######## rca_seq ########
<file path="src/rtl/rca_seq.sv">
// rtl/rca_seq.sv - multi-precision adder sequencer over one shared 4-bit ripple-carry adder
// Optional subtract mode (sub port, A - B) is enabled by defining RCA_SEQ_SUB_EN.

module rca4 (
  input  logic [3:0] i_a,
  input  logic [3:0] i_b,
  input  logic       i_cin,
  output logic [3:0] o_sum,
  output logic       o_cout
);

  logic [4:0] w_c;

  assign w_c[0] = i_cin;

  for (genvar g = 0; g < 4; g++) begin : g_fa
    assign o_sum[g]  = i_a[g] ^ i_b[g] ^ w_c[g];
    assign w_c[g+1]  = (i_a[g] & i_b[g]) | (w_c[g] & (i_a[g] ^ i_b[g]));
  end

  assign o_cout = w_c[4];

endmodule

module rca_seq #(
  parameter int NIBBLES = 4,
  parameter int W       = 4 * NIBBLES
) (
  input  logic         clk,
  input  logic         rst,
  input  logic         start,
  input  logic [W-1:0] a,
  input  logic [W-1:0] b,
  input  logic         cin,
`ifdef RCA_SEQ_SUB_EN
  input  logic         sub,
`endif
  output logic         ready,
  output logic         busy,
  output logic         done,
  output logic [W-1:0] sum,
  output logic         cout
);

  localparam int IDXW = (NIBBLES > 1) ? $clog2(NIBBLES) : 1;
  localparam logic [IDXW-1:0] LAST = IDXW'(NIBBLES - 1);

  typedef enum logic [1:0] {
    S_IDLE = 2'd0,
    S_RUN  = 2'd1,
    S_DONE = 2'd2
  } state_t;

  state_t          r_state;
  logic [W-1:0]    r_a;
  logic [W-1:0]    r_b;
  logic            r_carry;
  logic [IDXW-1:0] r_idx;
  logic [W-1:0]    r_sum;
  logic            r_cout;
  logic            r_ready;
  logic            r_busy;
  logic            r_done;

  logic [3:0]      w_nib_a;
  logic [3:0]      w_nib_b;
  logic [3:0]      w_nib_sum;
  logic            w_nib_cout;

  assign w_nib_a = r_a[4*r_idx +: 4];
  assign w_nib_b = r_b[4*r_idx +: 4];

  rca4 u_rca4 (
    .i_a    (w_nib_a),
    .i_b    (w_nib_b),
    .i_cin  (r_carry),
    .o_sum  (w_nib_sum),
    .o_cout (w_nib_cout)
  );

  // Subtraction stores ~B and seeds the carry with 1, so RUN is identical for both modes.
  logic [W-1:0] w_b_in;
  logic         w_carry_in;
`ifdef RCA_SEQ_SUB_EN
  assign w_b_in     = sub ? ~b : b;
  assign w_carry_in = sub ? 1'b1 : cin;
`else
  assign w_b_in     = b;
  assign w_carry_in = cin;
`endif

  always_ff @(posedge clk) begin
    if (rst) begin
      r_state <= S_IDLE;
      r_a     <= '0;
      r_b     <= '0;
      r_carry <= 1'b0;
      r_idx   <= '0;
      r_sum   <= '0;
      r_cout  <= 1'b0;
      r_ready <= 1'b1;
      r_busy  <= 1'b0;
      r_done  <= 1'b0;
    end else begin
      case (r_state)
        S_IDLE: begin
          if (start) begin
            r_a     <= a;
            r_b     <= w_b_in;
            r_carry <= w_carry_in;
            r_sum   <= '0;
            r_idx   <= '0;
            r_state <= S_RUN;
            r_ready <= 1'b0;
            r_busy  <= 1'b1;
          end
        end
        S_RUN: begin
          r_sum[4*r_idx +: 4] <= w_nib_sum;
          r_carry             <= w_nib_cout;
          r_idx               <= r_idx + IDXW'(1);
          if (r_idx == LAST) begin
            r_cout  <= w_nib_cout;
            r_state <= S_DONE;
            r_busy  <= 1'b0;
            r_done  <= 1'b1;
          end
        end
        S_DONE: begin
          r_state <= S_IDLE;
          r_done  <= 1'b0;
          r_ready <= 1'b1;
        end
        default: begin
          r_state <= S_IDLE;
          r_ready <= 1'b1;
          r_busy  <= 1'b0;
          r_done  <= 1'b0;
        end
      endcase
    end
  end

  assign ready = r_ready;
  assign busy  = r_busy;
  assign done  = r_done;
  assign sum   = r_sum;
  assign cout  = r_cout;

endmodule

</file>
<file path="config.mk">
export PLATFORM = sky130hd
export DESIGN_NAME = rca_seq
export DESIGN_NICKNAME = d
export VERILOG_FILES = /design/src/rtl/rca_seq.sv
export SDC_FILE = /design/constraint.sdc
export NUM_CORES = 1
export LEC_CHECK = 0
export CAP_MARGIN = 10
export CORE_UTILIZATION = 56
export CTS_BUF_LIST = sky130_fd_sc_hd__clkbuf_4
export DETAILED_ROUTE_END_ITERATION = 8
export GPL_ROUTABILITY_DRIVEN = 0
export GPL_TIMING_DRIVEN = 0
export PLACE_DENSITY = 0.88
export RECOVER_POWER = 100
export SLEW_MARGIN = 10
export SYNTH_ARGS = -nofsm -noshare
export SYNTH_HDL_FRONTEND = slang
export SYNTH_SLANG_ARGS = --single-unit
</file>
<file path="constraint.sdc">
create_clock -name clk -period 4.1 [get_ports clk]
set_input_delay 0.41 -clock clk [delete_from_list [all_inputs] [get_ports clk]]
set_output_delay 0.41 -clock clk [all_outputs]
set_load 0.01 [all_outputs]
</file>
==> rca_seq/placement.png <==
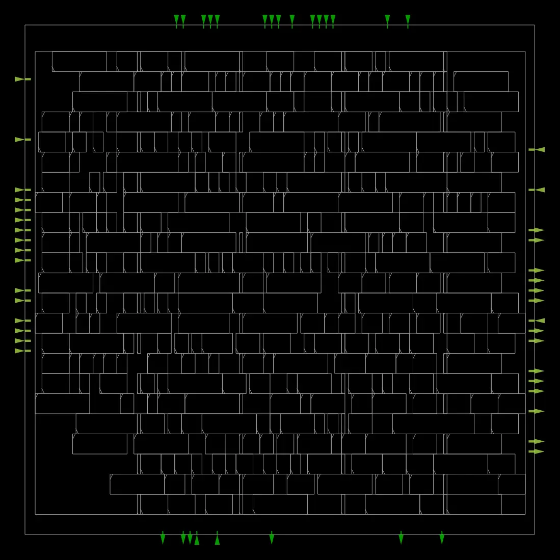
non-filler cells in the finished layout: 382
FILL cells: 301
Seq/total area: 35.2%

==> rca_seq/wires.png <==
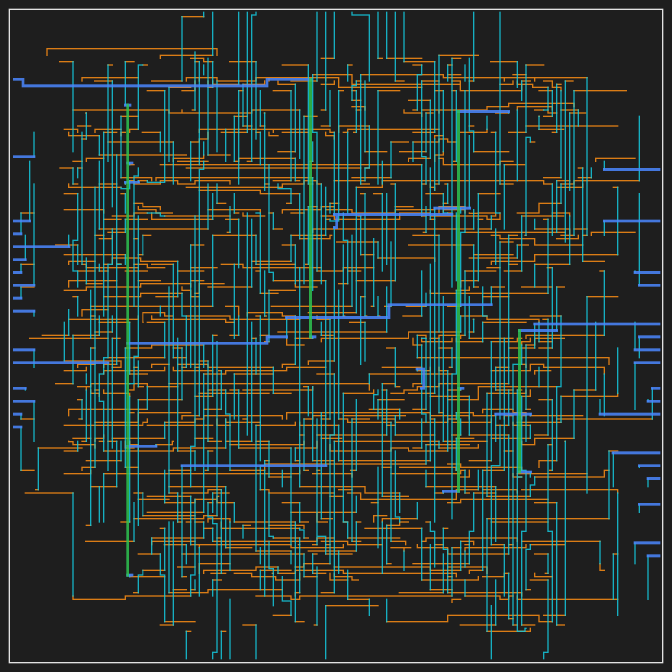
metal 3: shown in blue, wire length 222 um. metal 4: shown in green, wire length 132 um. metal 2: shown in cyan, wire length 3010 um. metal 1: shown in orange, wire length 2560 um.
final WL: 5.93 mm
DR WL/cell: 15.5 um
All-Layer GR Usage: 28.5%

## registers in the layout, indices dropped and copies added, names as in the netlist
name and flops:
busy 1, cout 1, done 1, r_a 16, r_b 16, r_carry 1
r_idx 2, r_state 2, ready 1, sum 16
## worst max-delay path: stages, from the launching register on
cell and delay [ns]:
dfxtp_1 0.37, clkbuf_1 0.52, mux4_2 0.60, inv_1 0.10
fa_1 0.17, inv_1 0.05, fa_1 0.35, inv_1 0.07
fa_1 0.16, inv_1 0.05, fa_1 0.49, nor2b_1 0.27
a22o_1 0.18
==> out/summary.txt <==
Reg2Reg Depth: 12
Post-DP HPWL: 4.24 mm
multi-input gate count: 174
number of library cell types mapped by synthesis: 39
Net Sw Frac: 27.4%
and+or+nand+nor area frac: 16.8%
YS chip area: 0.00250 mm^2
Worst Max-Slew Pin Slew: 0.647 ns
hold_sp: r_b[13]
M2 GR Usage: 49.6%
run status: finished, final reports clean
post-placement cell area: 0.00312 mm^2
die area: 0.00474 mm^2
WL met2: 3.01 mm
yosys warns: 0
Top Layout Cells: nand2_1 (67), dfxtp_1 (57), a21oi_1 (35)
Clock-cell share: 4.13%
WL met1: 2.56 mm
Final Power: 1.18 mW
worst-case clock buffer depth: 2
Flop+latch power: 593 uW
EDFF count, synth: 0
hold path cells: 2
Synth logic family: simple AND/OR/NAND/NOR gates
post-route ant nets: 0
top cells by count: nand2_1 (67), dfxtp_1 (57), a21oi_1 (35)
DR top layer: met4

######## uart_hex_word_assembler ########
==> uart_hex_word_assembler/placement_by_type.png <==
Fill, decap, tap and diode cells in gray.
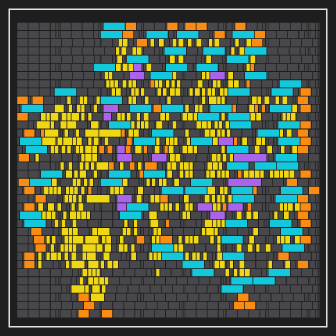
==> uart_hex_word_assembler/sizes.png <==
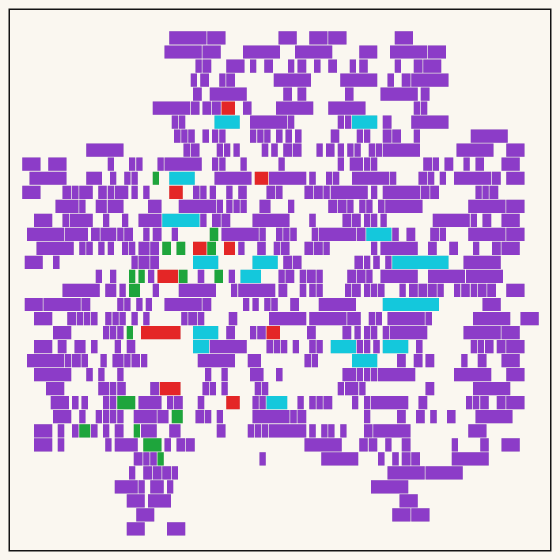
==> uart_hex_word_assembler/wires.png <==
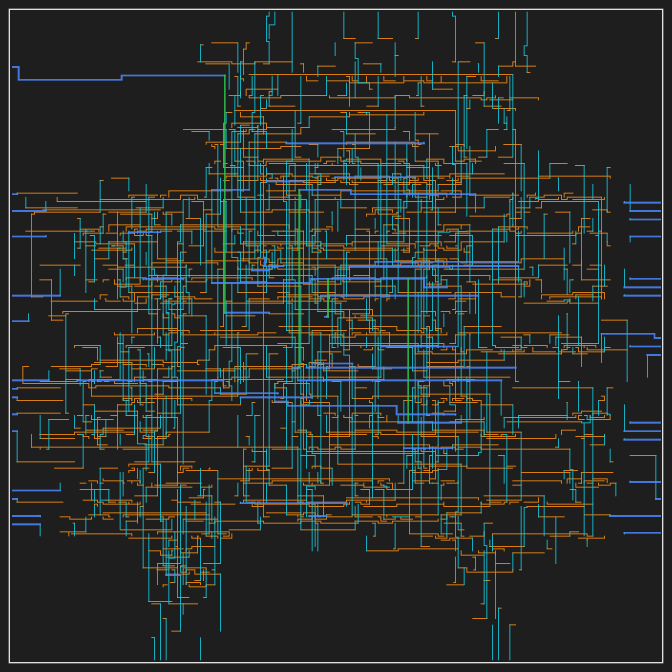
**config.mk**
```make
export PLATFORM = sky130hd
export DESIGN_NAME = uart_hex_word_assembler
export DESIGN_NICKNAME = d
export VERILOG_FILES = /design/src/rtl/uart_hex_word_assembler.sv
export SDC_FILE = /design/constraint.sdc
export NUM_CORES = 1
export LEC_CHECK = 0
export ABC_AREA = 1
export CAP_MARGIN = 20
export CORE_MARGIN = 2
export CORE_UTILIZATION = 35
export DETAILED_ROUTE_END_ITERATION = 6
export GPL_TIMING_DRIVEN = 0
export SETUP_SLACK_MARGIN = 0.15
export SLEW_MARGIN = 30
export SYNTH_ARGS = -nofsm -noshare
export SYNTH_HDL_FRONTEND = slang
export SYNTH_SLANG_ARGS = --single-unit
```
**constraint.sdc**
```tcl
create_clock -name clk -period 3.3 [get_ports clk]
set_input_delay 0.66 -clock clk [delete_from_list [all_inputs] [get_ports clk]]
set_output_delay 0.66 -clock clk [all_outputs]
set_load 0.02 [all_outputs]
```
**src/rtl/uart_hex_word_assembler.sv**
```systemverilog
// Parses ASCII hex digits from a UART byte stream into a DW-bit word.
// A line terminator commits the word to data_o, which feeds the seven-segment decoder.
module uart_hex_word_assembler #(
  parameter int DW = 32
) (
  input  logic                          clk,
  input  logic                          reset,
  input  logic                          rx_valid_i,
  input  logic [7:0]                    rx_data_i,
  output logic [DW-1:0]                 data_o,
  output logic                          word_valid_o,
  output logic                          err_o,
  output logic [$clog2(DW/4+1)-1:0]     digit_count_o
);

  localparam int NIBBLES = DW / 4;
  localparam int CW      = $clog2(NIBBLES + 1);

  typedef enum logic [1:0] {IDLE, COLLECT, ERROR} state_t;

  state_t          state_reg;
  logic [DW-1:0]   shreg_reg;
  logic [DW-1:0]   data_reg;
  logic [CW-1:0]   count_reg;
  logic            word_valid_reg;
  logic            err_reg;

  logic            is_hex, is_term, is_bs, is_esc, is_space, is_other;
  logic [3:0]      nibble;

  // Letters A-F/a-f carry 1..6 in their low nibble, so adding 9 yields 10..15.
  always_comb begin
    is_hex = 1'b0;
    nibble = 4'h0;
    if (rx_data_i >= 8'h30 && rx_data_i <= 8'h39) begin
      is_hex = 1'b1;
      nibble = rx_data_i[3:0];
    end else if ((rx_data_i >= 8'h41 && rx_data_i <= 8'h46) ||
                 (rx_data_i >= 8'h61 && rx_data_i <= 8'h66)) begin
      is_hex = 1'b1;
      nibble = rx_data_i[3:0] + 4'd9;
    end
    is_term  = (rx_data_i == 8'h0D) || (rx_data_i == 8'h0A);
    is_bs    = (rx_data_i == 8'h08);
    is_esc   = (rx_data_i == 8'h1B);
    is_space = (rx_data_i == 8'h20);
    is_other = !(is_hex || is_term || is_bs || is_esc || is_space);
  end

  always_ff @(posedge clk) begin
    if (reset) begin
      state_reg      <= IDLE;
      shreg_reg      <= '0;
      data_reg       <= '0;
      count_reg      <= '0;
      word_valid_reg <= 1'b0;
      err_reg        <= 1'b0;
    end else begin
      word_valid_reg <= 1'b0;
      if (rx_valid_i) begin
        case (state_reg)
          IDLE: begin
            // Terminators are ignored here so that CR LF commits only once.
            if (is_hex) begin
              shreg_reg <= {{(DW-4){1'b0}}, nibble};
              count_reg <= CW'(1);
              state_reg <= COLLECT;
            end else if (is_other) begin
              state_reg <= ERROR;
              err_reg   <= 1'b1;
            end
          end
          COLLECT: begin
            if (is_hex) begin
              shreg_reg <= {shreg_reg[DW-5:0], nibble};
              if (count_reg != CW'(NIBBLES))
                count_reg <= count_reg + CW'(1);
            end else if (is_bs) begin
              shreg_reg <= shreg_reg >> 4;
              count_reg <= count_reg - CW'(1);
              if (count_reg == CW'(1))
                state_reg <= IDLE;
            end else if (is_term) begin
              data_reg       <= shreg_reg;
              word_valid_reg <= 1'b1;
              shreg_reg      <= '0;
              count_reg      <= '0;
              state_reg      <= IDLE;
            end else if (is_esc) begin
              shreg_reg <= '0;
              count_reg <= '0;
              state_reg <= IDLE;
            end else if (is_other) begin
              shreg_reg <= '0;
              count_reg <= '0;
              state_reg <= ERROR;
              err_reg   <= 1'b1;
            end
          end
          ERROR: begin
            if (is_term || is_esc) begin
              state_reg <= IDLE;
              err_reg   <= 1'b0;
            end
          end
          default: state_reg <= IDLE;
        endcase
      end
    end
  end

  assign data_o        = data_reg;
  assign word_valid_o  = word_valid_reg;
  assign err_o         = err_reg;
  assign digit_count_o = count_reg;

endmodule

```
==> out/summary.txt <==
run status: finished, final reports clean
crit path cell chain: clkdlybuf4s50_1 -> inv_1 -> ha_1 -> inv_1 -> o21ai_1 -> nand3_1 -> nor2_1 -> nand2_1 -> clkbuf_1 -> o21ai_0 -> nor2_1
Area growth syn-to-layout: 24.7%
slowest CP cell: clkdlybuf4s50_1
yosys warns: 0
xor/xnor share of the synthesized area: 0.987%
Area leader share: 40.6%
fmax: 0.346 GHz
Primary FF master, synth: dfxtp_1
IO buf count: 48
Final min period: 2.89 ns
CP bufs+invs: 4
Crit path depth: 11
ys cells: 521
Diodes inserted: 0
number of library cell types mapped by synthesis: 32
final hold vios: 0
Lkg Pwr: 1.73 nW
M2 GR Usage: 26.5%
Die H: 105 um
WS Path Type: input pin to register
Notes on uart_hex_word_assembler/placement_by_type.png above:
combinational and other logic: shown in yellow, cells 420. sequential cells: shown in cyan, cells 72. remaining buffers and delay cells: shown in orange, cells 77. clock drivers and dummy loads: shown in purple, cells 16.
core area: 0.00982 mm^2
# rows: 36
Seq/total area: 32.6%
Layout Utilization: 45.1%
final instance area: 0.00443 mm^2

Notes on uart_hex_word_assembler/sizes.png above:
_3 and _4 cells: shown in red, cells 10, share 1.7%. _0 and _1 cells: shown in purple, cells 542, share 93%. _6 and larger: shown in cyan, cells 16, share 2.7%. _2 cells: shown in green, cells 17, share 2.9%.
Setup WS post-layout: 0.412 ns
Non-CTS buffers: 77

Notes on uart_hex_word_assembler/wires.png above:
metal 3: shown in blue, wire length 592 um. metal 2: shown in cyan, wire length 3880 um. metal 1: shown in orange, wire length 4350 um. metal 4: shown in green, wire length 95.9 um.

-- layout make-up --
cell class | count | area (um^2)
Fill cell | 1079 | 5390
Multi-Input combinational cell | 379 | 1810
Sequential cell | 72 | 1440
Timing Repair Buffer | 48 | 480
Tap cell | 133 | 166
Inverter | 41 | 156
Buffer | 29 | 143
Clock buffer | 10 | 138
Clock inverter | 6 | 91.3
-- report_power, final --
| part | internal (mW) | total [mW] | switching, mW |
|---|---|---|---|
| Clock | 0.449 | 0.794 | 0.345 |
| Combinational | 0.0963 | 0.249 | 0.153 |
| Sequential | 0.909 | 0.950 | 0.0402 |

######## mem_arbiter_flat ########
==> mem_arbiter_flat/sizes.png <==
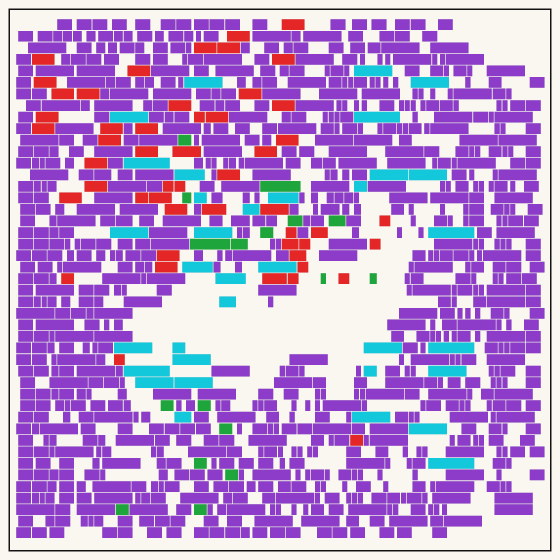
==> mem_arbiter_flat/io_fan.png <==
The bar under the picture is 50 um long.
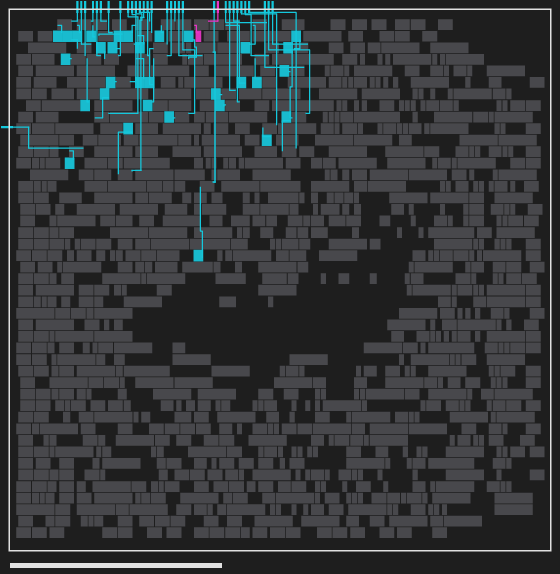
$ cat src/rtl/mem_arbiter_if.sv
// Bundle of fetch, data and memory-side signals around the unified memory arbiter.
// slave = arbiter view, master = pipeline/memory environment view.
interface mem_arbiter_if #(
    parameter int ADDR_W = 32,
    parameter int DATA_W = 32
);
    logic              if_req;
    logic [ADDR_W-1:0] if_addr;
    logic [DATA_W-1:0] if_rdata;
    logic              if_ready;
    logic              d_req;
    logic              d_we;
    logic [ADDR_W-1:0] d_addr;
    logic [DATA_W-1:0] d_wdata;
    logic [DATA_W-1:0] d_rdata;
    logic              d_ready;
    logic              mem_en;
    logic              mem_we;
    logic [ADDR_W-1:0] mem_addr;
    logic [DATA_W-1:0] mem_wdata;
    logic [DATA_W-1:0] mem_rdata;
    logic              mem_ack;
    logic              stall_if;
    logic              stall_mem;
    logic              err;

    modport slave (
        input  if_req, if_addr, d_req, d_we, d_addr, d_wdata, mem_rdata, mem_ack,
        output if_rdata, if_ready, d_rdata, d_ready, mem_en, mem_we, mem_addr,
               mem_wdata, stall_if, stall_mem, err
    );

    modport master (
        output if_req, if_addr, d_req, d_we, d_addr, d_wdata, mem_rdata, mem_ack,
        input  if_rdata, if_ready, d_rdata, d_ready, mem_en, mem_we, mem_addr,
               mem_wdata, stall_if, stall_mem, err
    );
endinterface

$ cat src/rtl/mem_arbiter.sv
// Serialises fetch and data accesses onto one single-ported memory: data first,
// a starvation guard for fetch, and a sticky error when the memory never acknowledges.
module mem_arbiter #(
    parameter int ADDR_W     = 32,
    parameter int DATA_W     = 32,
    parameter int STARVE_MAX = 4,
    parameter int TIMEOUT    = 16
) (
    input  logic          clk,
    input  logic          rst_n,
    mem_arbiter_if.slave  bus
);
    localparam int STARVE_W = $clog2(STARVE_MAX + 1);
    localparam int TMO_W    = $clog2(TIMEOUT + 1);
    localparam logic [STARVE_W-1:0] STARVE_LIM = STARVE_W'(STARVE_MAX);
    localparam logic [TMO_W-1:0]    TMO_LIM    = TMO_W'(TIMEOUT);

    typedef enum logic [2:0] {
        S_IDLE   = 3'd0,
        S_ACC_I  = 3'd1,
        S_ACC_D  = 3'd2,
        S_RESP_I = 3'd3,
        S_RESP_D = 3'd4
    } state_t;

    state_t              state_q, state_d;
    logic [ADDR_W-1:0]   addr_q, addr_d;
    logic                we_q, we_d;
    logic [DATA_W-1:0]   wdata_q, wdata_d;
    logic [STARVE_W-1:0] starve_q, starve_d;
    logic [TMO_W-1:0]    tmo_q, tmo_d;
    logic [TMO_W-1:0]    tmo_inc_s;
    logic                err_q, err_d;
    logic [DATA_W-1:0]   if_rdata_q, if_rdata_d;
    logic [DATA_W-1:0]   d_rdata_q, d_rdata_d;
    logic                acc_s, if_ready_s, d_ready_s;

    // State and datapath registers; reset abandons any in-flight access.
    always_ff @(posedge clk or negedge rst_n) begin
        if (!rst_n) begin
            state_q    <= S_IDLE;
            addr_q     <= '0;
            we_q       <= 1'b0;
            wdata_q    <= '0;
            starve_q   <= '0;
            tmo_q      <= '0;
            err_q      <= 1'b0;
            if_rdata_q <= '0;
            d_rdata_q  <= '0;
        end else begin
            state_q    <= state_d;
            addr_q     <= addr_d;
            we_q       <= we_d;
            wdata_q    <= wdata_d;
            starve_q   <= starve_d;
            tmo_q      <= tmo_d;
            err_q      <= err_d;
            if_rdata_q <= if_rdata_d;
            d_rdata_q  <= d_rdata_d;
        end
    end

    // Next-state: arbitration in IDLE, ack/timeout handling in ACC, RESP always returns to IDLE.
    always_comb begin
        state_d    = state_q;
        addr_d     = addr_q;
        we_d       = we_q;
        wdata_d    = wdata_q;
        starve_d   = starve_q;
        tmo_d      = tmo_q;
        err_d      = err_q;
        if_rdata_d = if_rdata_q;
        d_rdata_d  = d_rdata_q;
        tmo_inc_s  = tmo_q + TMO_W'(1);
        case (state_q)
            S_IDLE: begin
                tmo_d = '0;
                if (bus.d_req && (!bus.if_req || (starve_q < STARVE_LIM))) begin
                    state_d = S_ACC_D;
                    addr_d  = bus.d_addr;
                    we_d    = bus.d_we;
                    wdata_d = bus.d_wdata;
                    if (bus.if_req && (starve_q < STARVE_LIM)) begin
                        starve_d = starve_q + STARVE_W'(1);
                    end else begin
                        starve_d = starve_q;
                    end
                end else if (bus.if_req) begin
                    state_d  = S_ACC_I;
                    addr_d   = bus.if_addr;
                    we_d     = 1'b0;
                    starve_d = '0;
                end else begin
                    state_d = S_IDLE;
                end
            end
            S_ACC_I, S_ACC_D: begin
                if (bus.mem_ack) begin
                    state_d = (state_q == S_ACC_I) ? S_RESP_I : S_RESP_D;
                    tmo_d   = '0;
                    if (state_q == S_ACC_I) begin
                        if_rdata_d = bus.mem_rdata;
                    end else if (!we_q) begin
                        d_rdata_d = bus.mem_rdata;
                    end else begin
                        d_rdata_d = d_rdata_q;
                    end
                end else if (tmo_inc_s == TMO_LIM) begin
                    // Forced response: the requester sees a zero read and moves on.
                    state_d = (state_q == S_ACC_I) ? S_RESP_I : S_RESP_D;
                    tmo_d   = '0;
                    err_d   = 1'b1;
                    if (state_q == S_ACC_I) begin
                        if_rdata_d = '0;
                    end else begin
                        d_rdata_d = '0;
                    end
                end else begin
                    tmo_d = tmo_inc_s;
                end
            end
            S_RESP_I, S_RESP_D: begin
                state_d = S_IDLE;
            end
            default: begin
                state_d = S_IDLE;
            end
        endcase
    end

    // Outputs decoded from the state register; stalls gated by reset so they drop with it.
    always_comb begin
        acc_s         = (state_q == S_ACC_I) || (state_q == S_ACC_D);
        if_ready_s    = (state_q == S_RESP_I);
        d_ready_s     = (state_q == S_RESP_D);
        bus.mem_en    = acc_s;
        bus.mem_we    = (state_q == S_ACC_D) && we_q;
        bus.mem_addr  = acc_s ? addr_q : '0;
        bus.mem_wdata = (state_q == S_ACC_D) ? wdata_q : '0;
        bus.if_ready  = if_ready_s;
        bus.d_ready   = d_ready_s;
        bus.if_rdata  = if_rdata_q;
        bus.d_rdata   = d_rdata_q;
        bus.err       = err_q;
        bus.stall_if  = rst_n & bus.if_req & ~if_ready_s;
        bus.stall_mem = rst_n & bus.d_req & ~d_ready_s;
    end
endmodule
$ cat src/flat_wrapper.sv
// flat-port wrapper written by rule: the top's interface ports become plain ports
module mem_arbiter_flat 
#(
    parameter int ADDR_W     = 32,
    parameter int DATA_W     = 32,
    parameter int STARVE_MAX = 4,
    parameter int TIMEOUT    = 16
)
  (clk, rst_n, bus_if_req, bus_if_addr, bus_d_req, bus_d_we, bus_d_addr, bus_d_wdata, bus_mem_rdata, bus_mem_ack, bus_if_rdata, bus_if_ready, bus_d_rdata, bus_d_ready, bus_mem_en, bus_mem_we, bus_mem_addr, bus_mem_wdata, bus_stall_if, bus_stall_mem, bus_err);
  mem_arbiter_if #(.ADDR_W(ADDR_W), .DATA_W(DATA_W)) bus_i ();
  input  logic clk;
  input  logic rst_n;
  input wire logic [$bits(bus_i.if_req)-1:0] bus_if_req;
  input wire logic [$bits(bus_i.if_addr)-1:0] bus_if_addr;
  input wire logic [$bits(bus_i.d_req)-1:0] bus_d_req;
  input wire logic [$bits(bus_i.d_we)-1:0] bus_d_we;
  input wire logic [$bits(bus_i.d_addr)-1:0] bus_d_addr;
  input wire logic [$bits(bus_i.d_wdata)-1:0] bus_d_wdata;
  input wire logic [$bits(bus_i.mem_rdata)-1:0] bus_mem_rdata;
  input wire logic [$bits(bus_i.mem_ack)-1:0] bus_mem_ack;
  output wire logic [$bits(bus_i.if_rdata)-1:0] bus_if_rdata;
  output wire logic [$bits(bus_i.if_ready)-1:0] bus_if_ready;
  output wire logic [$bits(bus_i.d_rdata)-1:0] bus_d_rdata;
  output wire logic [$bits(bus_i.d_ready)-1:0] bus_d_ready;
  output wire logic [$bits(bus_i.mem_en)-1:0] bus_mem_en;
  output wire logic [$bits(bus_i.mem_we)-1:0] bus_mem_we;
  output wire logic [$bits(bus_i.mem_addr)-1:0] bus_mem_addr;
  output wire logic [$bits(bus_i.mem_wdata)-1:0] bus_mem_wdata;
  output wire logic [$bits(bus_i.stall_if)-1:0] bus_stall_if;
  output wire logic [$bits(bus_i.stall_mem)-1:0] bus_stall_mem;
  output wire logic [$bits(bus_i.err)-1:0] bus_err;
  assign bus_i.if_req = bus_if_req;
  assign bus_i.if_addr = bus_if_addr;
  assign bus_i.d_req = bus_d_req;
  assign bus_i.d_we = bus_d_we;
  assign bus_i.d_addr = bus_d_addr;
  assign bus_i.d_wdata = bus_d_wdata;
  assign bus_i.mem_rdata = bus_mem_rdata;
  assign bus_i.mem_ack = bus_mem_ack;
  assign bus_if_rdata = bus_i.if_rdata;
  assign bus_if_ready = bus_i.if_ready;
  assign bus_d_rdata = bus_i.d_rdata;
  assign bus_d_ready = bus_i.d_ready;
  assign bus_mem_en = bus_i.mem_en;
  assign bus_mem_we = bus_i.mem_we;
  assign bus_mem_addr = bus_i.mem_addr;
  assign bus_mem_wdata = bus_i.mem_wdata;
  assign bus_stall_if = bus_i.stall_if;
  assign bus_stall_mem = bus_i.stall_mem;
  assign bus_err = bus_i.err;
  mem_arbiter #(.ADDR_W(ADDR_W), .DATA_W(DATA_W), .STARVE_MAX(STARVE_MAX), .TIMEOUT(TIMEOUT)) u_core (.clk(clk), .rst_n(rst_n), .bus(bus_i));
endmodule
$ cat config.mk
export PLATFORM = sky130hd
export DESIGN_NAME = mem_arbiter_flat
export DESIGN_NICKNAME = d
export VERILOG_FILES = /design/src/rtl/mem_arbiter_if.sv /design/src/rtl/mem_arbiter.sv /design/src/flat_wrapper.sv
export SDC_FILE = /design/constraint.sdc
export NUM_CORES = 1
export LEC_CHECK = 0
export CAP_MARGIN = 0
export CORE_UTILIZATION = 45
export DETAILED_ROUTE_END_ITERATION = 7
export PLACE_DENSITY = 0.82
export SLEW_MARGIN = 10
export SYNTH_ARGS = -nofsm -noshare
export SYNTH_HDL_FRONTEND = slang
export SYNTH_SLANG_ARGS = --single-unit
$ cat constraint.sdc
create_clock -name clk -period 3 [get_ports clk]
set_clock_uncertainty 0.05 [all_clocks]
set_input_delay 0.6 -clock clk [delete_from_list [all_inputs] [get_ports clk]]
set_output_delay 0.6 -clock clk [all_outputs]
set_load 0.01 [all_outputs]
==> out/summary.txt <==
buffering overhead: 26.9%
Synthesized registers: 141
post-layout period usage of the worst path: 96.6%
core area: 0.0153 mm^2
slowest CP cell: clkdlybuf4s50_1
WS Path Type: register to primary output
most frequent logic cell in the layout: clkdlybuf4s50_1
Flop area: 0.00353 mm^2
worst slack, placed: 0.400 ns
Reg2Reg Depth: 5
met1 Use GR: 30.4%
CP arrival: 2.25 ns
yosys warns: 0
run status: finished, final reports clean
post-placement cell area: 0.00987 mm^2
CLK BUF: 17
About mem_arbiter_flat/sizes.png:
_2 cells: shown in green, cells 17, share 1.7%. _3 and _4 cells: shown in red, cells 51, share 5.2%. _0 and _1 cells: shown in purple, cells 870, share 90%. _6 and larger: shown in cyan, cells 34, share 3.5%.

About mem_arbiter_flat/io_fan.png:
bus_stall_if: shown in magenta, bits 1, direction output, end cells 1, buffers 1, wire 7.10 um. bus_mem_wdata: shown in cyan, bits 32, direction output, end cells 32, buffers 32, wire 715 um.

[kinds of logic (layout without fill, tap and decap cells)]
group / after synthesis / count (layout) / synth area share (%)
AND/OR/NAND/NOR: 263 / 263 / 17.6
other: 0 / 1 / 0
multiplexers: 67 / 67 / 11.7
flip-flops: 141 / 141 / 50.0
buffers and inverters: 117 / 382 / 7.91
adder cells (fa/ha/maj): 2 / 2 / 0.355
AND-OR/OR-AND: 116 / 116 / 12.4
XOR/XNOR: 1 / 1 / 0.124

######## osd_char_renderer ########
<file path="src/rtl/osd_pkg.sv">
// Shared widths and cell geometry for the OSD text engine.
// Imported by the renderer top and its row shifter.
package osd_pkg;

    localparam int CELL_W      = 8;
    localparam int BPP         = 4;
    localparam int FONT_ADDR_W = 11;
    localparam int FONT_DATA_W = 32;
    localparam int CHAR_ADDR_W = 11;
    localparam int X_W         = 12;
    localparam int Y_W         = 12;

endpackage

</file>
<file path="src/rtl/osd_row_shifter.sv">
// Font row pipeline: prefetch buffer, pixel shifter and registered
// palette index output.
module osd_row_shifter
    import osd_pkg::*;
(
    input  logic                   clk,
    input  logic                   reset_n,
    input  logic                   ce,
    input  logic                   de,
    input  logic                   load,
    input  logic                   cap,
    input  logic                   win,
    input  logic [FONT_DATA_W-1:0] font_data,
    output logic [BPP-1:0]         pal_idx
);

    logic [FONT_DATA_W-1:0] next_row_q, next_row_d;
    logic [FONT_DATA_W-1:0] shifter_q, shifter_d;
    logic [BPP-1:0]         pal_q, pal_d;

    always_comb begin
        next_row_d = next_row_q;
        shifter_d  = shifter_q;
        pal_d      = pal_q;
        // ROM capture completes even when the pixel enable is low
        if (cap) next_row_d = font_data;
        if (ce) begin
            pal_d = win ? shifter_q[FONT_DATA_W-1 -: BPP] : '0;
            if (!de)       shifter_d = '0;
            else if (load) shifter_d = next_row_q;
            else           shifter_d = shifter_q << BPP;
        end
    end

    always_ff @(posedge clk or negedge reset_n) begin
        if (!reset_n) begin
            next_row_q <= '0;
            shifter_q  <= '0;
            pal_q      <= '0;
        end else begin
            next_row_q <= next_row_d;
            shifter_q  <= shifter_d;
            pal_q      <= pal_d;
        end
    end

    assign pal_idx = pal_q;

endmodule

</file>
<file path="src/rtl/osd_char_renderer.sv">
// Raster-driven OSD text engine: tracks position, fetches char codes
// and font rows one cell ahead, and emits a 4bpp palette index per pixel.
module osd_char_renderer
    import osd_pkg::*;
#(
    parameter int OSD_X = 64,
    parameter int OSD_Y = 32,
    parameter int COLS  = 32,
    parameter int ROWS  = 16
) (
    input  logic                   clk,
    input  logic                   reset_n,
    input  logic                   pix_ce,
    input  logic                   de_i,
    input  logic                   hs_i,
    input  logic                   vs_i,
    input  logic                   osd_en,
    output logic [CHAR_ADDR_W-1:0] char_addr,
    input  logic [7:0]             char_code,
    output logic [FONT_ADDR_W-1:0] font_addr,
    input  logic [FONT_DATA_W-1:0] font_data,
    output logic [BPP-1:0]         pal_idx,
    output logic                   osd_px,
    output logic                   de_o,
    output logic                   hs_o,
    output logic                   vs_o
);

    localparam logic [X_W-1:0] WIN_X0   = X_W'(OSD_X);
    localparam logic [X_W-1:0] WIN_X1   = X_W'(OSD_X + COLS * CELL_W);
    localparam logic [X_W-1:0] FETCH_X0 = X_W'(OSD_X - CELL_W);
    localparam logic [X_W-1:0] COLS_X   = X_W'(COLS);
    localparam logic [Y_W-1:0] WIN_Y0   = Y_W'(OSD_Y);
    localparam logic [Y_W-1:0] WIN_Y1   = Y_W'(OSD_Y + ROWS * CELL_W);
    localparam logic [CHAR_ADDR_W-1:0] COLS_A = CHAR_ADDR_W'(COLS);

    logic [X_W-1:0]         x_q, x_d;
    logic [Y_W-1:0]         y_q, y_d;
    logic                   de_p_q, de_p_d;
    logic                   vs_p_q, vs_p_d;
    logic                   osd_en_q, osd_en_d;
    logic [CHAR_ADDR_W-1:0] row_base_q, row_base_d;
    logic [CHAR_ADDR_W-1:0] char_addr_q, char_addr_d;
    logic [FONT_ADDR_W-1:0] font_addr_q, font_addr_d;
    logic [3:0]             fetch_q, fetch_d;
    logic [2:0]             sync1_q, sync_q;

    logic           vs_rise, de_fall;
    logic [X_W-1:0] x_cur, fx;
    logic [2:0]     ly_lo;
    logic           line_win, px_win, fetch_go, load;

    always_comb begin
        vs_rise  = pix_ce && vs_i && !vs_p_q;
        de_fall  = pix_ce && !de_i && de_p_q;
        x_cur    = (de_i && !de_p_q) ? '0 : x_q;
        fx       = x_cur - FETCH_X0;
        ly_lo    = y_q[2:0] - WIN_Y0[2:0];
        line_win = (y_q >= WIN_Y0) && (y_q < WIN_Y1);
        px_win   = de_i && line_win && osd_en_q
                && (x_cur >= WIN_X0) && (x_cur < WIN_X1);
        fetch_go = pix_ce && de_i && line_win && (x_cur >= FETCH_X0)
                && (fx[2:0] == 3'd0) && ((fx >> 3) < COLS_X);
        load     = (fx[2:0] == 3'd7);

        x_d         = x_q;
        y_d         = y_q;
        de_p_d      = pix_ce ? de_i : de_p_q;
        vs_p_d      = pix_ce ? vs_i : vs_p_q;
        osd_en_d    = vs_rise ? osd_en : osd_en_q;
        row_base_d  = row_base_q;
        char_addr_d = char_addr_q;
        font_addr_d = font_addr_q;
        fetch_d     = {fetch_q[2:0], fetch_go};

        if (pix_ce && de_i) x_d = x_cur + 1'b1;
        if (vs_rise)      y_d = '0;
        else if (de_fall) y_d = y_q + 1'b1;

        // Advance one text row after the last line of each cell row
        if (vs_rise)
            row_base_d = '0;
        else if (de_fall && line_win && ly_lo == 3'd7)
            row_base_d = row_base_q + COLS_A;

        if (fetch_go)
            char_addr_d = row_base_q + CHAR_ADDR_W'(fx >> 3);
        if (fetch_q[1])
            font_addr_d = {char_code, ly_lo};
    end

    always_ff @(posedge clk or negedge reset_n) begin
        if (!reset_n) begin
            x_q         <= '0;
            y_q         <= '0;
            de_p_q      <= 1'b0;
            vs_p_q      <= 1'b0;
            osd_en_q    <= 1'b0;
            row_base_q  <= '0;
            char_addr_q <= '0;
            font_addr_q <= '0;
            fetch_q     <= '0;
            sync1_q     <= '0;
            sync_q      <= '0;
        end else begin
            x_q         <= x_d;
            y_q         <= y_d;
            de_p_q      <= de_p_d;
            vs_p_q      <= vs_p_d;
            osd_en_q    <= osd_en_d;
            row_base_q  <= row_base_d;
            char_addr_q <= char_addr_d;
            font_addr_q <= font_addr_d;
            fetch_q     <= fetch_d;
            sync1_q     <= {de_i, hs_i, vs_i};
            sync_q      <= sync1_q;
        end
    end

    osd_row_shifter u_shift (
        .clk       (clk),
        .reset_n   (reset_n),
        .ce        (pix_ce),
        .de        (de_i),
        .load      (load),
        .cap       (fetch_q[3]),
        .win       (px_win),
        .font_data (font_data),
        .pal_idx   (pal_idx)
    );

    assign char_addr = char_addr_q;
    assign font_addr = font_addr_q;
    assign osd_px    = |pal_idx;
    assign de_o      = sync_q[2];
    assign hs_o      = sync_q[1];
    assign vs_o      = sync_q[0];

endmodule

</file>
<file path="config.mk">
export PLATFORM = sky130hd
export DESIGN_NAME = osd_char_renderer
export DESIGN_NICKNAME = d
export VERILOG_FILES = /design/src/rtl/osd_pkg.sv /design/src/rtl/osd_row_shifter.sv /design/src/rtl/osd_char_renderer.sv
export SDC_FILE = /design/constraint.sdc
export NUM_CORES = 1
export LEC_CHECK = 0
export ABC_AREA = 1
export CAP_MARGIN = 20
export CORE_ASPECT_RATIO = 1.2
export CORE_MARGIN = 2
export CORE_UTILIZATION = 60
export DETAILED_ROUTE_END_ITERATION = 8
export PLACE_DENSITY = 0.85
export SLEW_MARGIN = 20
export SYNTH_ARGS = -nofsm -noshare
export SYNTH_HDL_FRONTEND = slang
export SYNTH_SLANG_ARGS = --single-unit
</file>
<file path="constraint.sdc">
create_clock -name clk -period 4.05 [get_ports clk]
set_clock_uncertainty 0.05 [all_clocks]
set_input_delay 0.405 -clock clk [delete_from_list [all_inputs] [get_ports clk]]
set_output_delay 0.405 -clock clk [all_outputs]
set_load 0.01 [all_outputs]
</file>
==> osd_char_renderer/wires.png <==
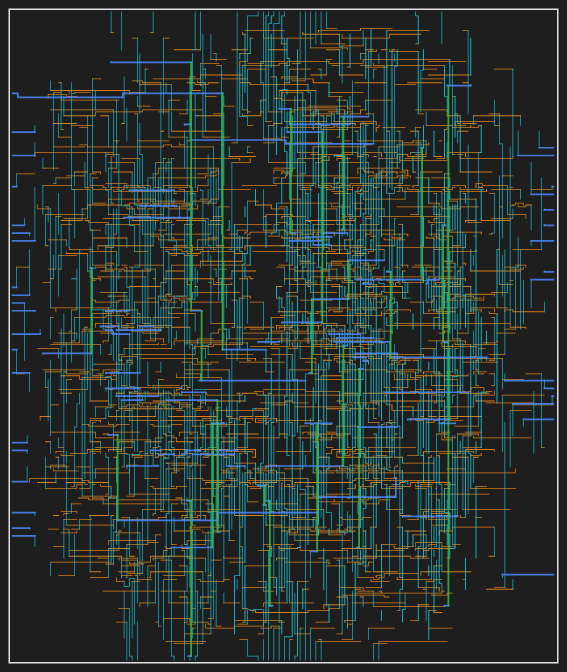
metal 2: shown in cyan, wire length 7240 um. metal 1: shown in orange, wire length 5040 um. metal 3: shown in blue, wire length 614 um. metal 4: shown in green, wire length 543 um.
All-Layer GR Usage: 27.2%
routed vias: 4895
final WL: 13.4 mm
DR WL/cell: 15.4 um

==> out/summary.txt <==
run status: finished with violations
failing checks: hold timing
Synthesized registers: 133
RSZ-0062 raised after global routing: no
R2R setup slack: 1.33 ns
Synth area leader: dfrtp_1
fmax: 0.339 GHz
Yosys top cell by instances: nand2_1
final hold slack: -0.0137 ns
Lkg Pwr: 3.64 nW
Hold Buf Count CTS: 0
Diodes inserted: 0
ys cells: 657
Non-CTS buffers: 80
Top Layout Cells: nand2_1 (137), dfrtp_1 (133), o21ai_0 (83)
# rows: 40
and+or+nand+nor area frac: 18.3%
power density cells: 431 mW/mm^2
final hold vios: 11
most frequent logic cell in the layout: nand2_1
post-CTS setup buffers: 0
buffering overhead: 10.5%
sequential cells by signal (all words and copies together), names as in the netlist, 3 cells and up:
register            cells
char_addr              11
fetch_q                 4
font_addr              11
row_base_q              6
sync1_q                 3
sync_q                  3
u_shift.next_row_q     32
u_shift.pal_idx         4
u_shift.shifter_q      32
x_q                    12
y_q                    12
power breakdown:
part | leakage [nW] | switching [mW] | internal, mW
clock | 0.286 | 0.547 | 1.01
combinational | 1.58 | 0.169 | 0.115
sequential | 1.77 | 0.0322 | 1.37

######## memory_programmer_stream ########
==> memory_programmer_stream/placement.png <==
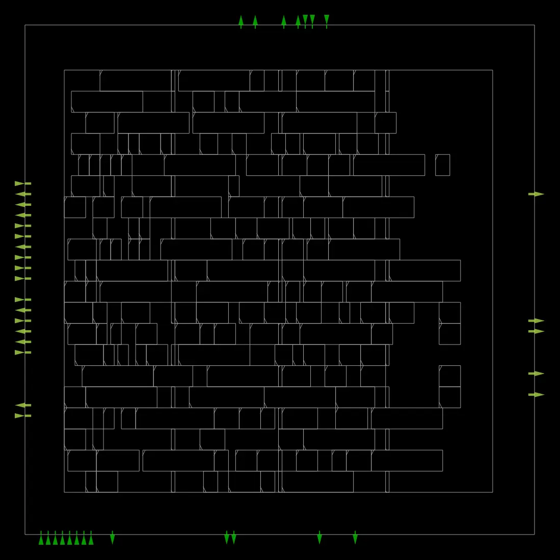
==> memory_programmer_stream/io_fan.png <==
The bar under the picture is 20 um long.
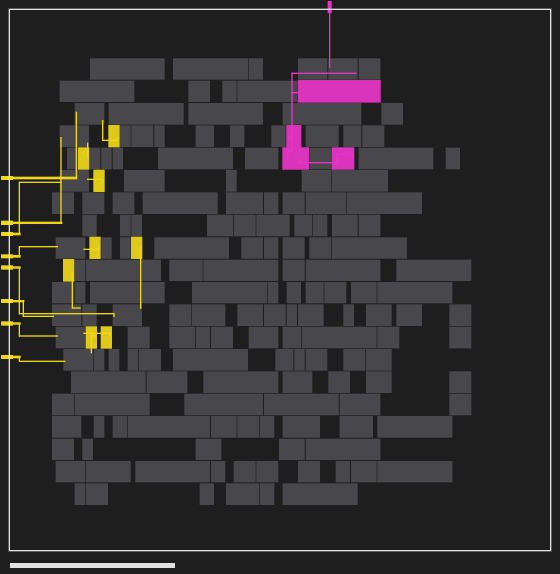
### config.mk
export PLATFORM = sky130hd
export DESIGN_NAME = memory_programmer_stream
export DESIGN_NICKNAME = d
export VERILOG_FILES = /design/src/rtl/memory_programmer_stream.sv
export SDC_FILE = /design/constraint.sdc
export NUM_CORES = 1
export LEC_CHECK = 0
export ABC_CLOCK_PERIOD_IN_PS = 1400
export CAP_MARGIN = 20
export CORE_MARGIN = 5
export CORE_UTILIZATION = 40
export DETAILED_ROUTE_END_ITERATION = 10
export GPL_TIMING_DRIVEN = 0
export HOLD_SLACK_MARGIN = 0.08
export PLACE_DENSITY = 0.79
export SYNTH_ARGS = -nofsm -noshare
export SYNTH_HDL_FRONTEND = slang
export SYNTH_SLANG_ARGS = --single-unit
### constraint.sdc
create_clock -name clock_in -period 1.4 [get_ports clock_in]
set_input_delay 0.14 -clock clock_in [delete_from_list [all_inputs] [get_ports clock_in]]
set_output_delay 0.14 -clock clock_in [all_outputs]
set_load 0.1 [all_outputs]
### src/rtl/memory_programmer_stream.sv
`default_nettype none
// +----------------------------------------------------------------------------+
// | Module      : memory_programmer_stream                                     |
// | Description : Parametrised RAM loader. Accepts a valid/ready word stream    |
// |               and writes WORD_COUNT words into a single-port synchronous    |
// |               RAM starting at BASE_ADDR, with start/abort/done control.     |
// |               Optional build macro MEM_PROG_VERIFY_EN adds a readback pass  |
// |               that sums the RAM contents and flags a checksum mismatch.     |
// | Ports       : clock_in/reset     - system clock, async active-high reset    |
// |               start/abort        - run control                              |
// |               data_in/data_valid/data_ready - input word stream             |
// |               q_in               - RAM read data (verify pass only)         |
// |               clock_out/wr_en_out/address_out/data_out - RAM interface      |
// |               busy/done/error    - status                                   |
// | Revision    : 1.0 - initial release                                        |
// +----------------------------------------------------------------------------+
module memory_programmer_stream #(
   parameter int DATA_WIDTH = 8,
   parameter int ADDR_WIDTH = 8,
   parameter int BASE_ADDR  = 0,
   parameter int WORD_COUNT = 256,
   parameter int RD_LATENCY = 1
) (
   input  logic                  clock_in,
   input  logic                  reset,
   input  logic                  start,
   input  logic                  abort,
   input  logic [DATA_WIDTH-1:0] data_in,
   input  logic                  data_valid,
   output logic                  data_ready,
   input  logic [DATA_WIDTH-1:0] q_in,
   output logic                  clock_out,
   output logic                  wr_en_out,
   output logic [ADDR_WIDTH-1:0] address_out,
   output logic [DATA_WIDTH-1:0] data_out,
   output logic                  busy,
   output logic                  done,
   output logic                  error
);

   // Counter must hold WORD_COUNT itself (verify issue counter runs up to it)
   localparam int                   c_cnt_w    = $clog2(WORD_COUNT + 1);
   localparam logic [ADDR_WIDTH-1:0] c_base    = ADDR_WIDTH'(BASE_ADDR);
   localparam logic [c_cnt_w-1:0]   c_last_cnt = c_cnt_w'(WORD_COUNT - 1);
   localparam logic [c_cnt_w-1:0]   c_one      = c_cnt_w'(1);

   localparam logic [1:0] c_st_idle   = 2'd0;
   localparam logic [1:0] c_st_write  = 2'd1;
   localparam logic [1:0] c_st_verify = 2'd2;
   localparam logic [1:0] c_st_done   = 2'd3;

   logic [1:0]            r_state;
   logic [1:0]            w_state_nxt;
   logic [c_cnt_w-1:0]    r_count;
   logic [15:0]           r_checksum;
   logic                  r_wr_en;
   logic [ADDR_WIDTH-1:0] r_addr;
   logic [DATA_WIDTH-1:0] r_data;
   logic                  r_busy;
   logic                  r_done;

   logic w_run_start;
   logic w_beat;
   logic w_last_beat;
   logic w_wr_en_nxt;
   logic w_busy_nxt;
   logic w_done_nxt;
   logic w_verify_done;

   assign clock_out   = clock_in;
   assign data_ready  = (r_state == c_st_write);
   assign wr_en_out   = r_wr_en;
   assign address_out = r_addr;
   assign data_out    = r_data;
   assign busy        = r_busy;
   assign done        = r_done;

   assign w_run_start = (r_state == c_st_idle) && start;
   assign w_beat      = data_valid && data_ready;
   assign w_last_beat = w_beat && (r_count == c_last_cnt);

`ifdef MEM_PROG_VERIFY_EN
   logic [c_cnt_w-1:0]  r_vaddr_cnt;    // readback addresses issued
   logic [c_cnt_w-1:0]  r_vsample_cnt;  // readback words summed
   logic [15:0]         r_rsum;
   // Bit 0 marks an address issued this edge; bit RD_LATENCY lines up with the
   // edge at which the RAM data for that address is on q_in (RAM registers the
   // address one edge after it is driven, then RD_LATENCY-1 further stages).
   logic [RD_LATENCY:0] r_vpipe;
   logic                r_error;
   logic                w_vissue;
   logic                w_verify_step;
   logic                w_enter_verify;
   logic [15:0]         w_rsum_final;

   assign w_vissue       = (r_vaddr_cnt != c_cnt_w'(WORD_COUNT));
   assign w_verify_step  = (r_state == c_st_verify) && !abort;
   assign w_enter_verify = w_last_beat && !abort;
   assign w_rsum_final   = r_rsum + 16'(q_in);
   assign w_verify_done  = (r_state == c_st_verify) && r_vpipe[RD_LATENCY] &&
                           (r_vsample_cnt == c_last_cnt);
   assign error          = r_error;

   always_ff @(posedge clock_in or posedge reset) begin
      if (reset) begin
         r_vaddr_cnt   <= '0;
         r_vsample_cnt <= '0;
         r_rsum        <= '0;
         r_vpipe       <= '0;
         r_error       <= 1'b0;
      end else if (w_run_start) begin
         r_error <= 1'b0;
      end else if (w_enter_verify) begin
         r_vaddr_cnt   <= '0;
         r_vsample_cnt <= '0;
         r_rsum        <= '0;
         r_vpipe       <= '0;
      end else if (w_verify_step) begin
         if (w_vissue) begin
            r_vaddr_cnt <= r_vaddr_cnt + c_one;
         end
         r_vpipe <= {r_vpipe[RD_LATENCY-1:0], w_vissue};
         if (r_vpipe[RD_LATENCY]) begin
            r_rsum        <= w_rsum_final;
            r_vsample_cnt <= r_vsample_cnt + c_one;
         end
         if (w_verify_done) begin
            r_error <= (w_rsum_final != r_checksum);
         end
      end
   end
`else
   // Readback path not built; keep q_in and RD_LATENCY referenced
   logic w_unused_cfg;
   assign w_unused_cfg  = (^q_in) ^ (RD_LATENCY > 4);
   assign w_verify_done = 1'b0;
   assign error         = 1'b0;
`endif

   // ---------------------------------------------------------------- state reg
   always_ff @(posedge clock_in or posedge reset) begin
      if (reset) begin
         r_state <= c_st_idle;
      end else begin
         r_state <= w_state_nxt;
      end
   end

   // --------------------------------------------------------------- next state
   // abort outranks everything else, including a beat arriving on that edge
   always_comb begin
      w_state_nxt = r_state;
      case (r_state)
         c_st_idle: begin
            if (start) begin
               w_state_nxt = c_st_write;
            end
         end
         c_st_write: begin
            if (abort) begin
               w_state_nxt = c_st_idle;
            end else if (w_last_beat) begin
`ifdef MEM_PROG_VERIFY_EN
               w_state_nxt = c_st_verify;
`else
               w_state_nxt = c_st_done;
`endif
            end
         end
         c_st_verify: begin
            if (abort) begin
               w_state_nxt = c_st_idle;
            end else if (w_verify_done) begin
               w_state_nxt = c_st_done;
            end
         end
         c_st_done: begin
            w_state_nxt = c_st_idle;
         end
         default: begin
            w_state_nxt = c_st_idle;
         end
      endcase
   end

   // ------------------------------------------------------------ output decode
   // Registered status follows the state being entered, so busy/done line up
   // with the state they describe rather than trailing it by a cycle.
   always_comb begin
      w_wr_en_nxt = w_beat && !abort;
      w_busy_nxt  = (w_state_nxt != c_st_idle);
      w_done_nxt  = (w_state_nxt == c_st_done);
   end

   // ----------------------------------------------------------------- datapath
   always_ff @(posedge clock_in or posedge reset) begin
      if (reset) begin
         r_wr_en    <= 1'b0;
         r_addr     <= c_base;
         r_data     <= '0;
         r_busy     <= 1'b0;
         r_done     <= 1'b0;
         r_count    <= '0;
         r_checksum <= '0;
      end else begin
         r_wr_en <= w_wr_en_nxt;
         r_busy  <= w_busy_nxt;
         r_done  <= w_done_nxt;
         if (w_run_start) begin
            r_count    <= '0;
            r_checksum <= '0;
            r_addr     <= c_base;
         end else if (w_wr_en_nxt) begin
            // Address truncates to ADDR_WIDTH, so runs wrap past the top of RAM
            r_addr     <= c_base + ADDR_WIDTH'(r_count);
            r_data     <= data_in;
            r_count    <= r_count + c_one;
            r_checksum <= r_checksum + 16'(data_in);
         end
`ifdef MEM_PROG_VERIFY_EN
         else if (w_verify_step && w_vissue) begin
            r_addr <= c_base + ADDR_WIDTH'(r_vaddr_cnt);
         end
`endif
      end
   end

endmodule
`default_nettype wire

==> out/summary.txt <==
Diodes inserted: 0
Synthesized registers: 30
die x size: 65.7 um
Worst R2R End: r_count[5]
FF-to-FF Start: r_state[1]
Crit path depth: 4
Post-Syn Area: 0.00124 mm^2
number of library cell types mapped by synthesis: 27
CP Launch Point: r_state[1]
run status: finished with violations
failing checks: setup timing
final setup fails: 14
max-slew violations: 0
Synth area leader: dfrtp_1
Setup WS post-layout: -0.163 ns
IO buf count: 33
fmax: 0.640 GHz
crit path cell chain: nand4bb_4 -> buf_6 -> or4_4 -> a21oi_2
layout cells sized above 1: 40.8%
Clk pwr share: 36.0%
Area leader share: 60.6%
worst-path fanout max: 5
Top power group: the clock network
Primary FF master, synth: dfrtp_1
About memory_programmer_stream/placement.png:
# rows: 20
core area: 0.00300 mm^2

About memory_programmer_stream/io_fan.png:
data_in: shown in yellow, bits 8, direction input, end cells 8, buffers 8, wire 118 um. abort: shown in magenta, bits 1, direction input, end cells 4, buffers 1, wire 35.1 um.

layout make-up:
cell class	count	area, um^2
Buffer	6	53.8
Clock buffer	12	116
Fill cell	250	1090
Inverter	5	26.3
Multi-Input combinational cell	74	527
Sequential cell	30	753
Tap cell	33	41.3
Timing Repair Buffer	47	393
per-stage QoR:
stage | std cells | setup TNS [ns]
final | 207 | -0.735
after global routing | 207 | -2.49
after CTS | 199 | -0.229
after detailed placement | 181 | -16.54
after global placement | 181 | -13.70
after floorplan | 115 | -0.00516


==> layout pictures side by side <==
Cell placement.
image #1
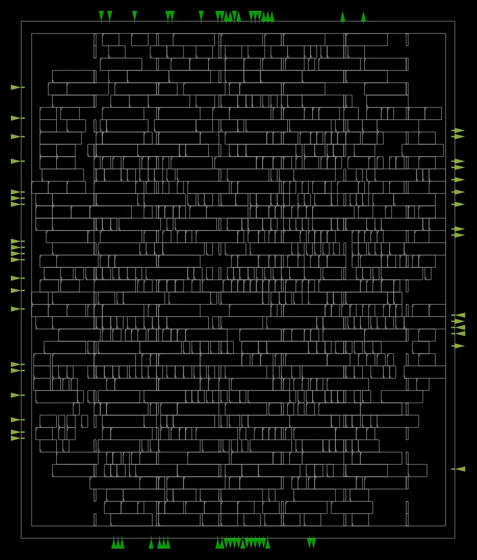
image #2
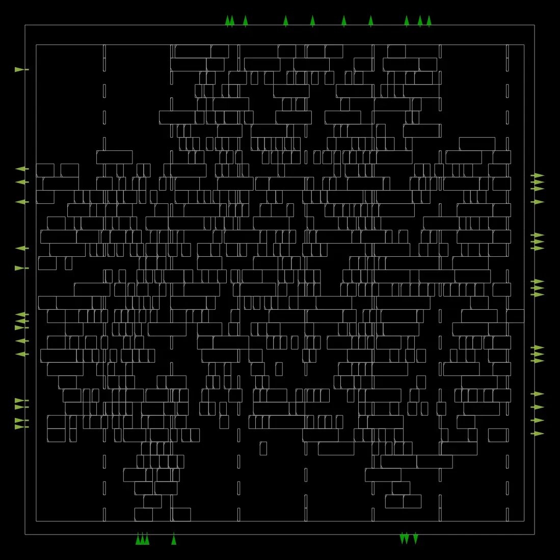
image #3
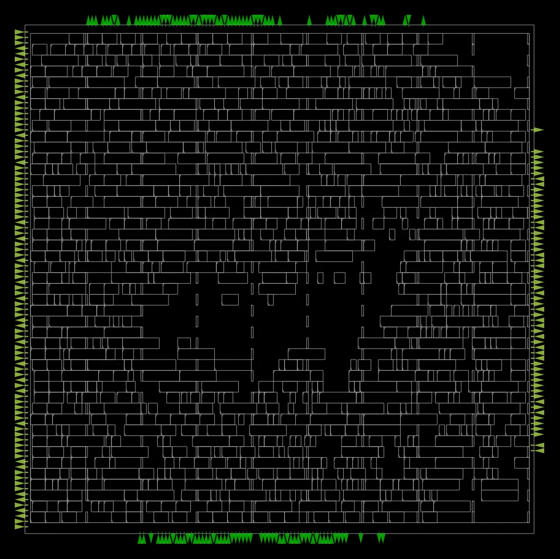
image #1: osd_char_renderer
image #2: uart_hex_word_assembler
image #3: mem_arbiter_flat
Of these, lowest utilization: image #2
Of these, fewest cells: image #2

Power figures rest on the tool's default switching activity, not on a simulated workload.
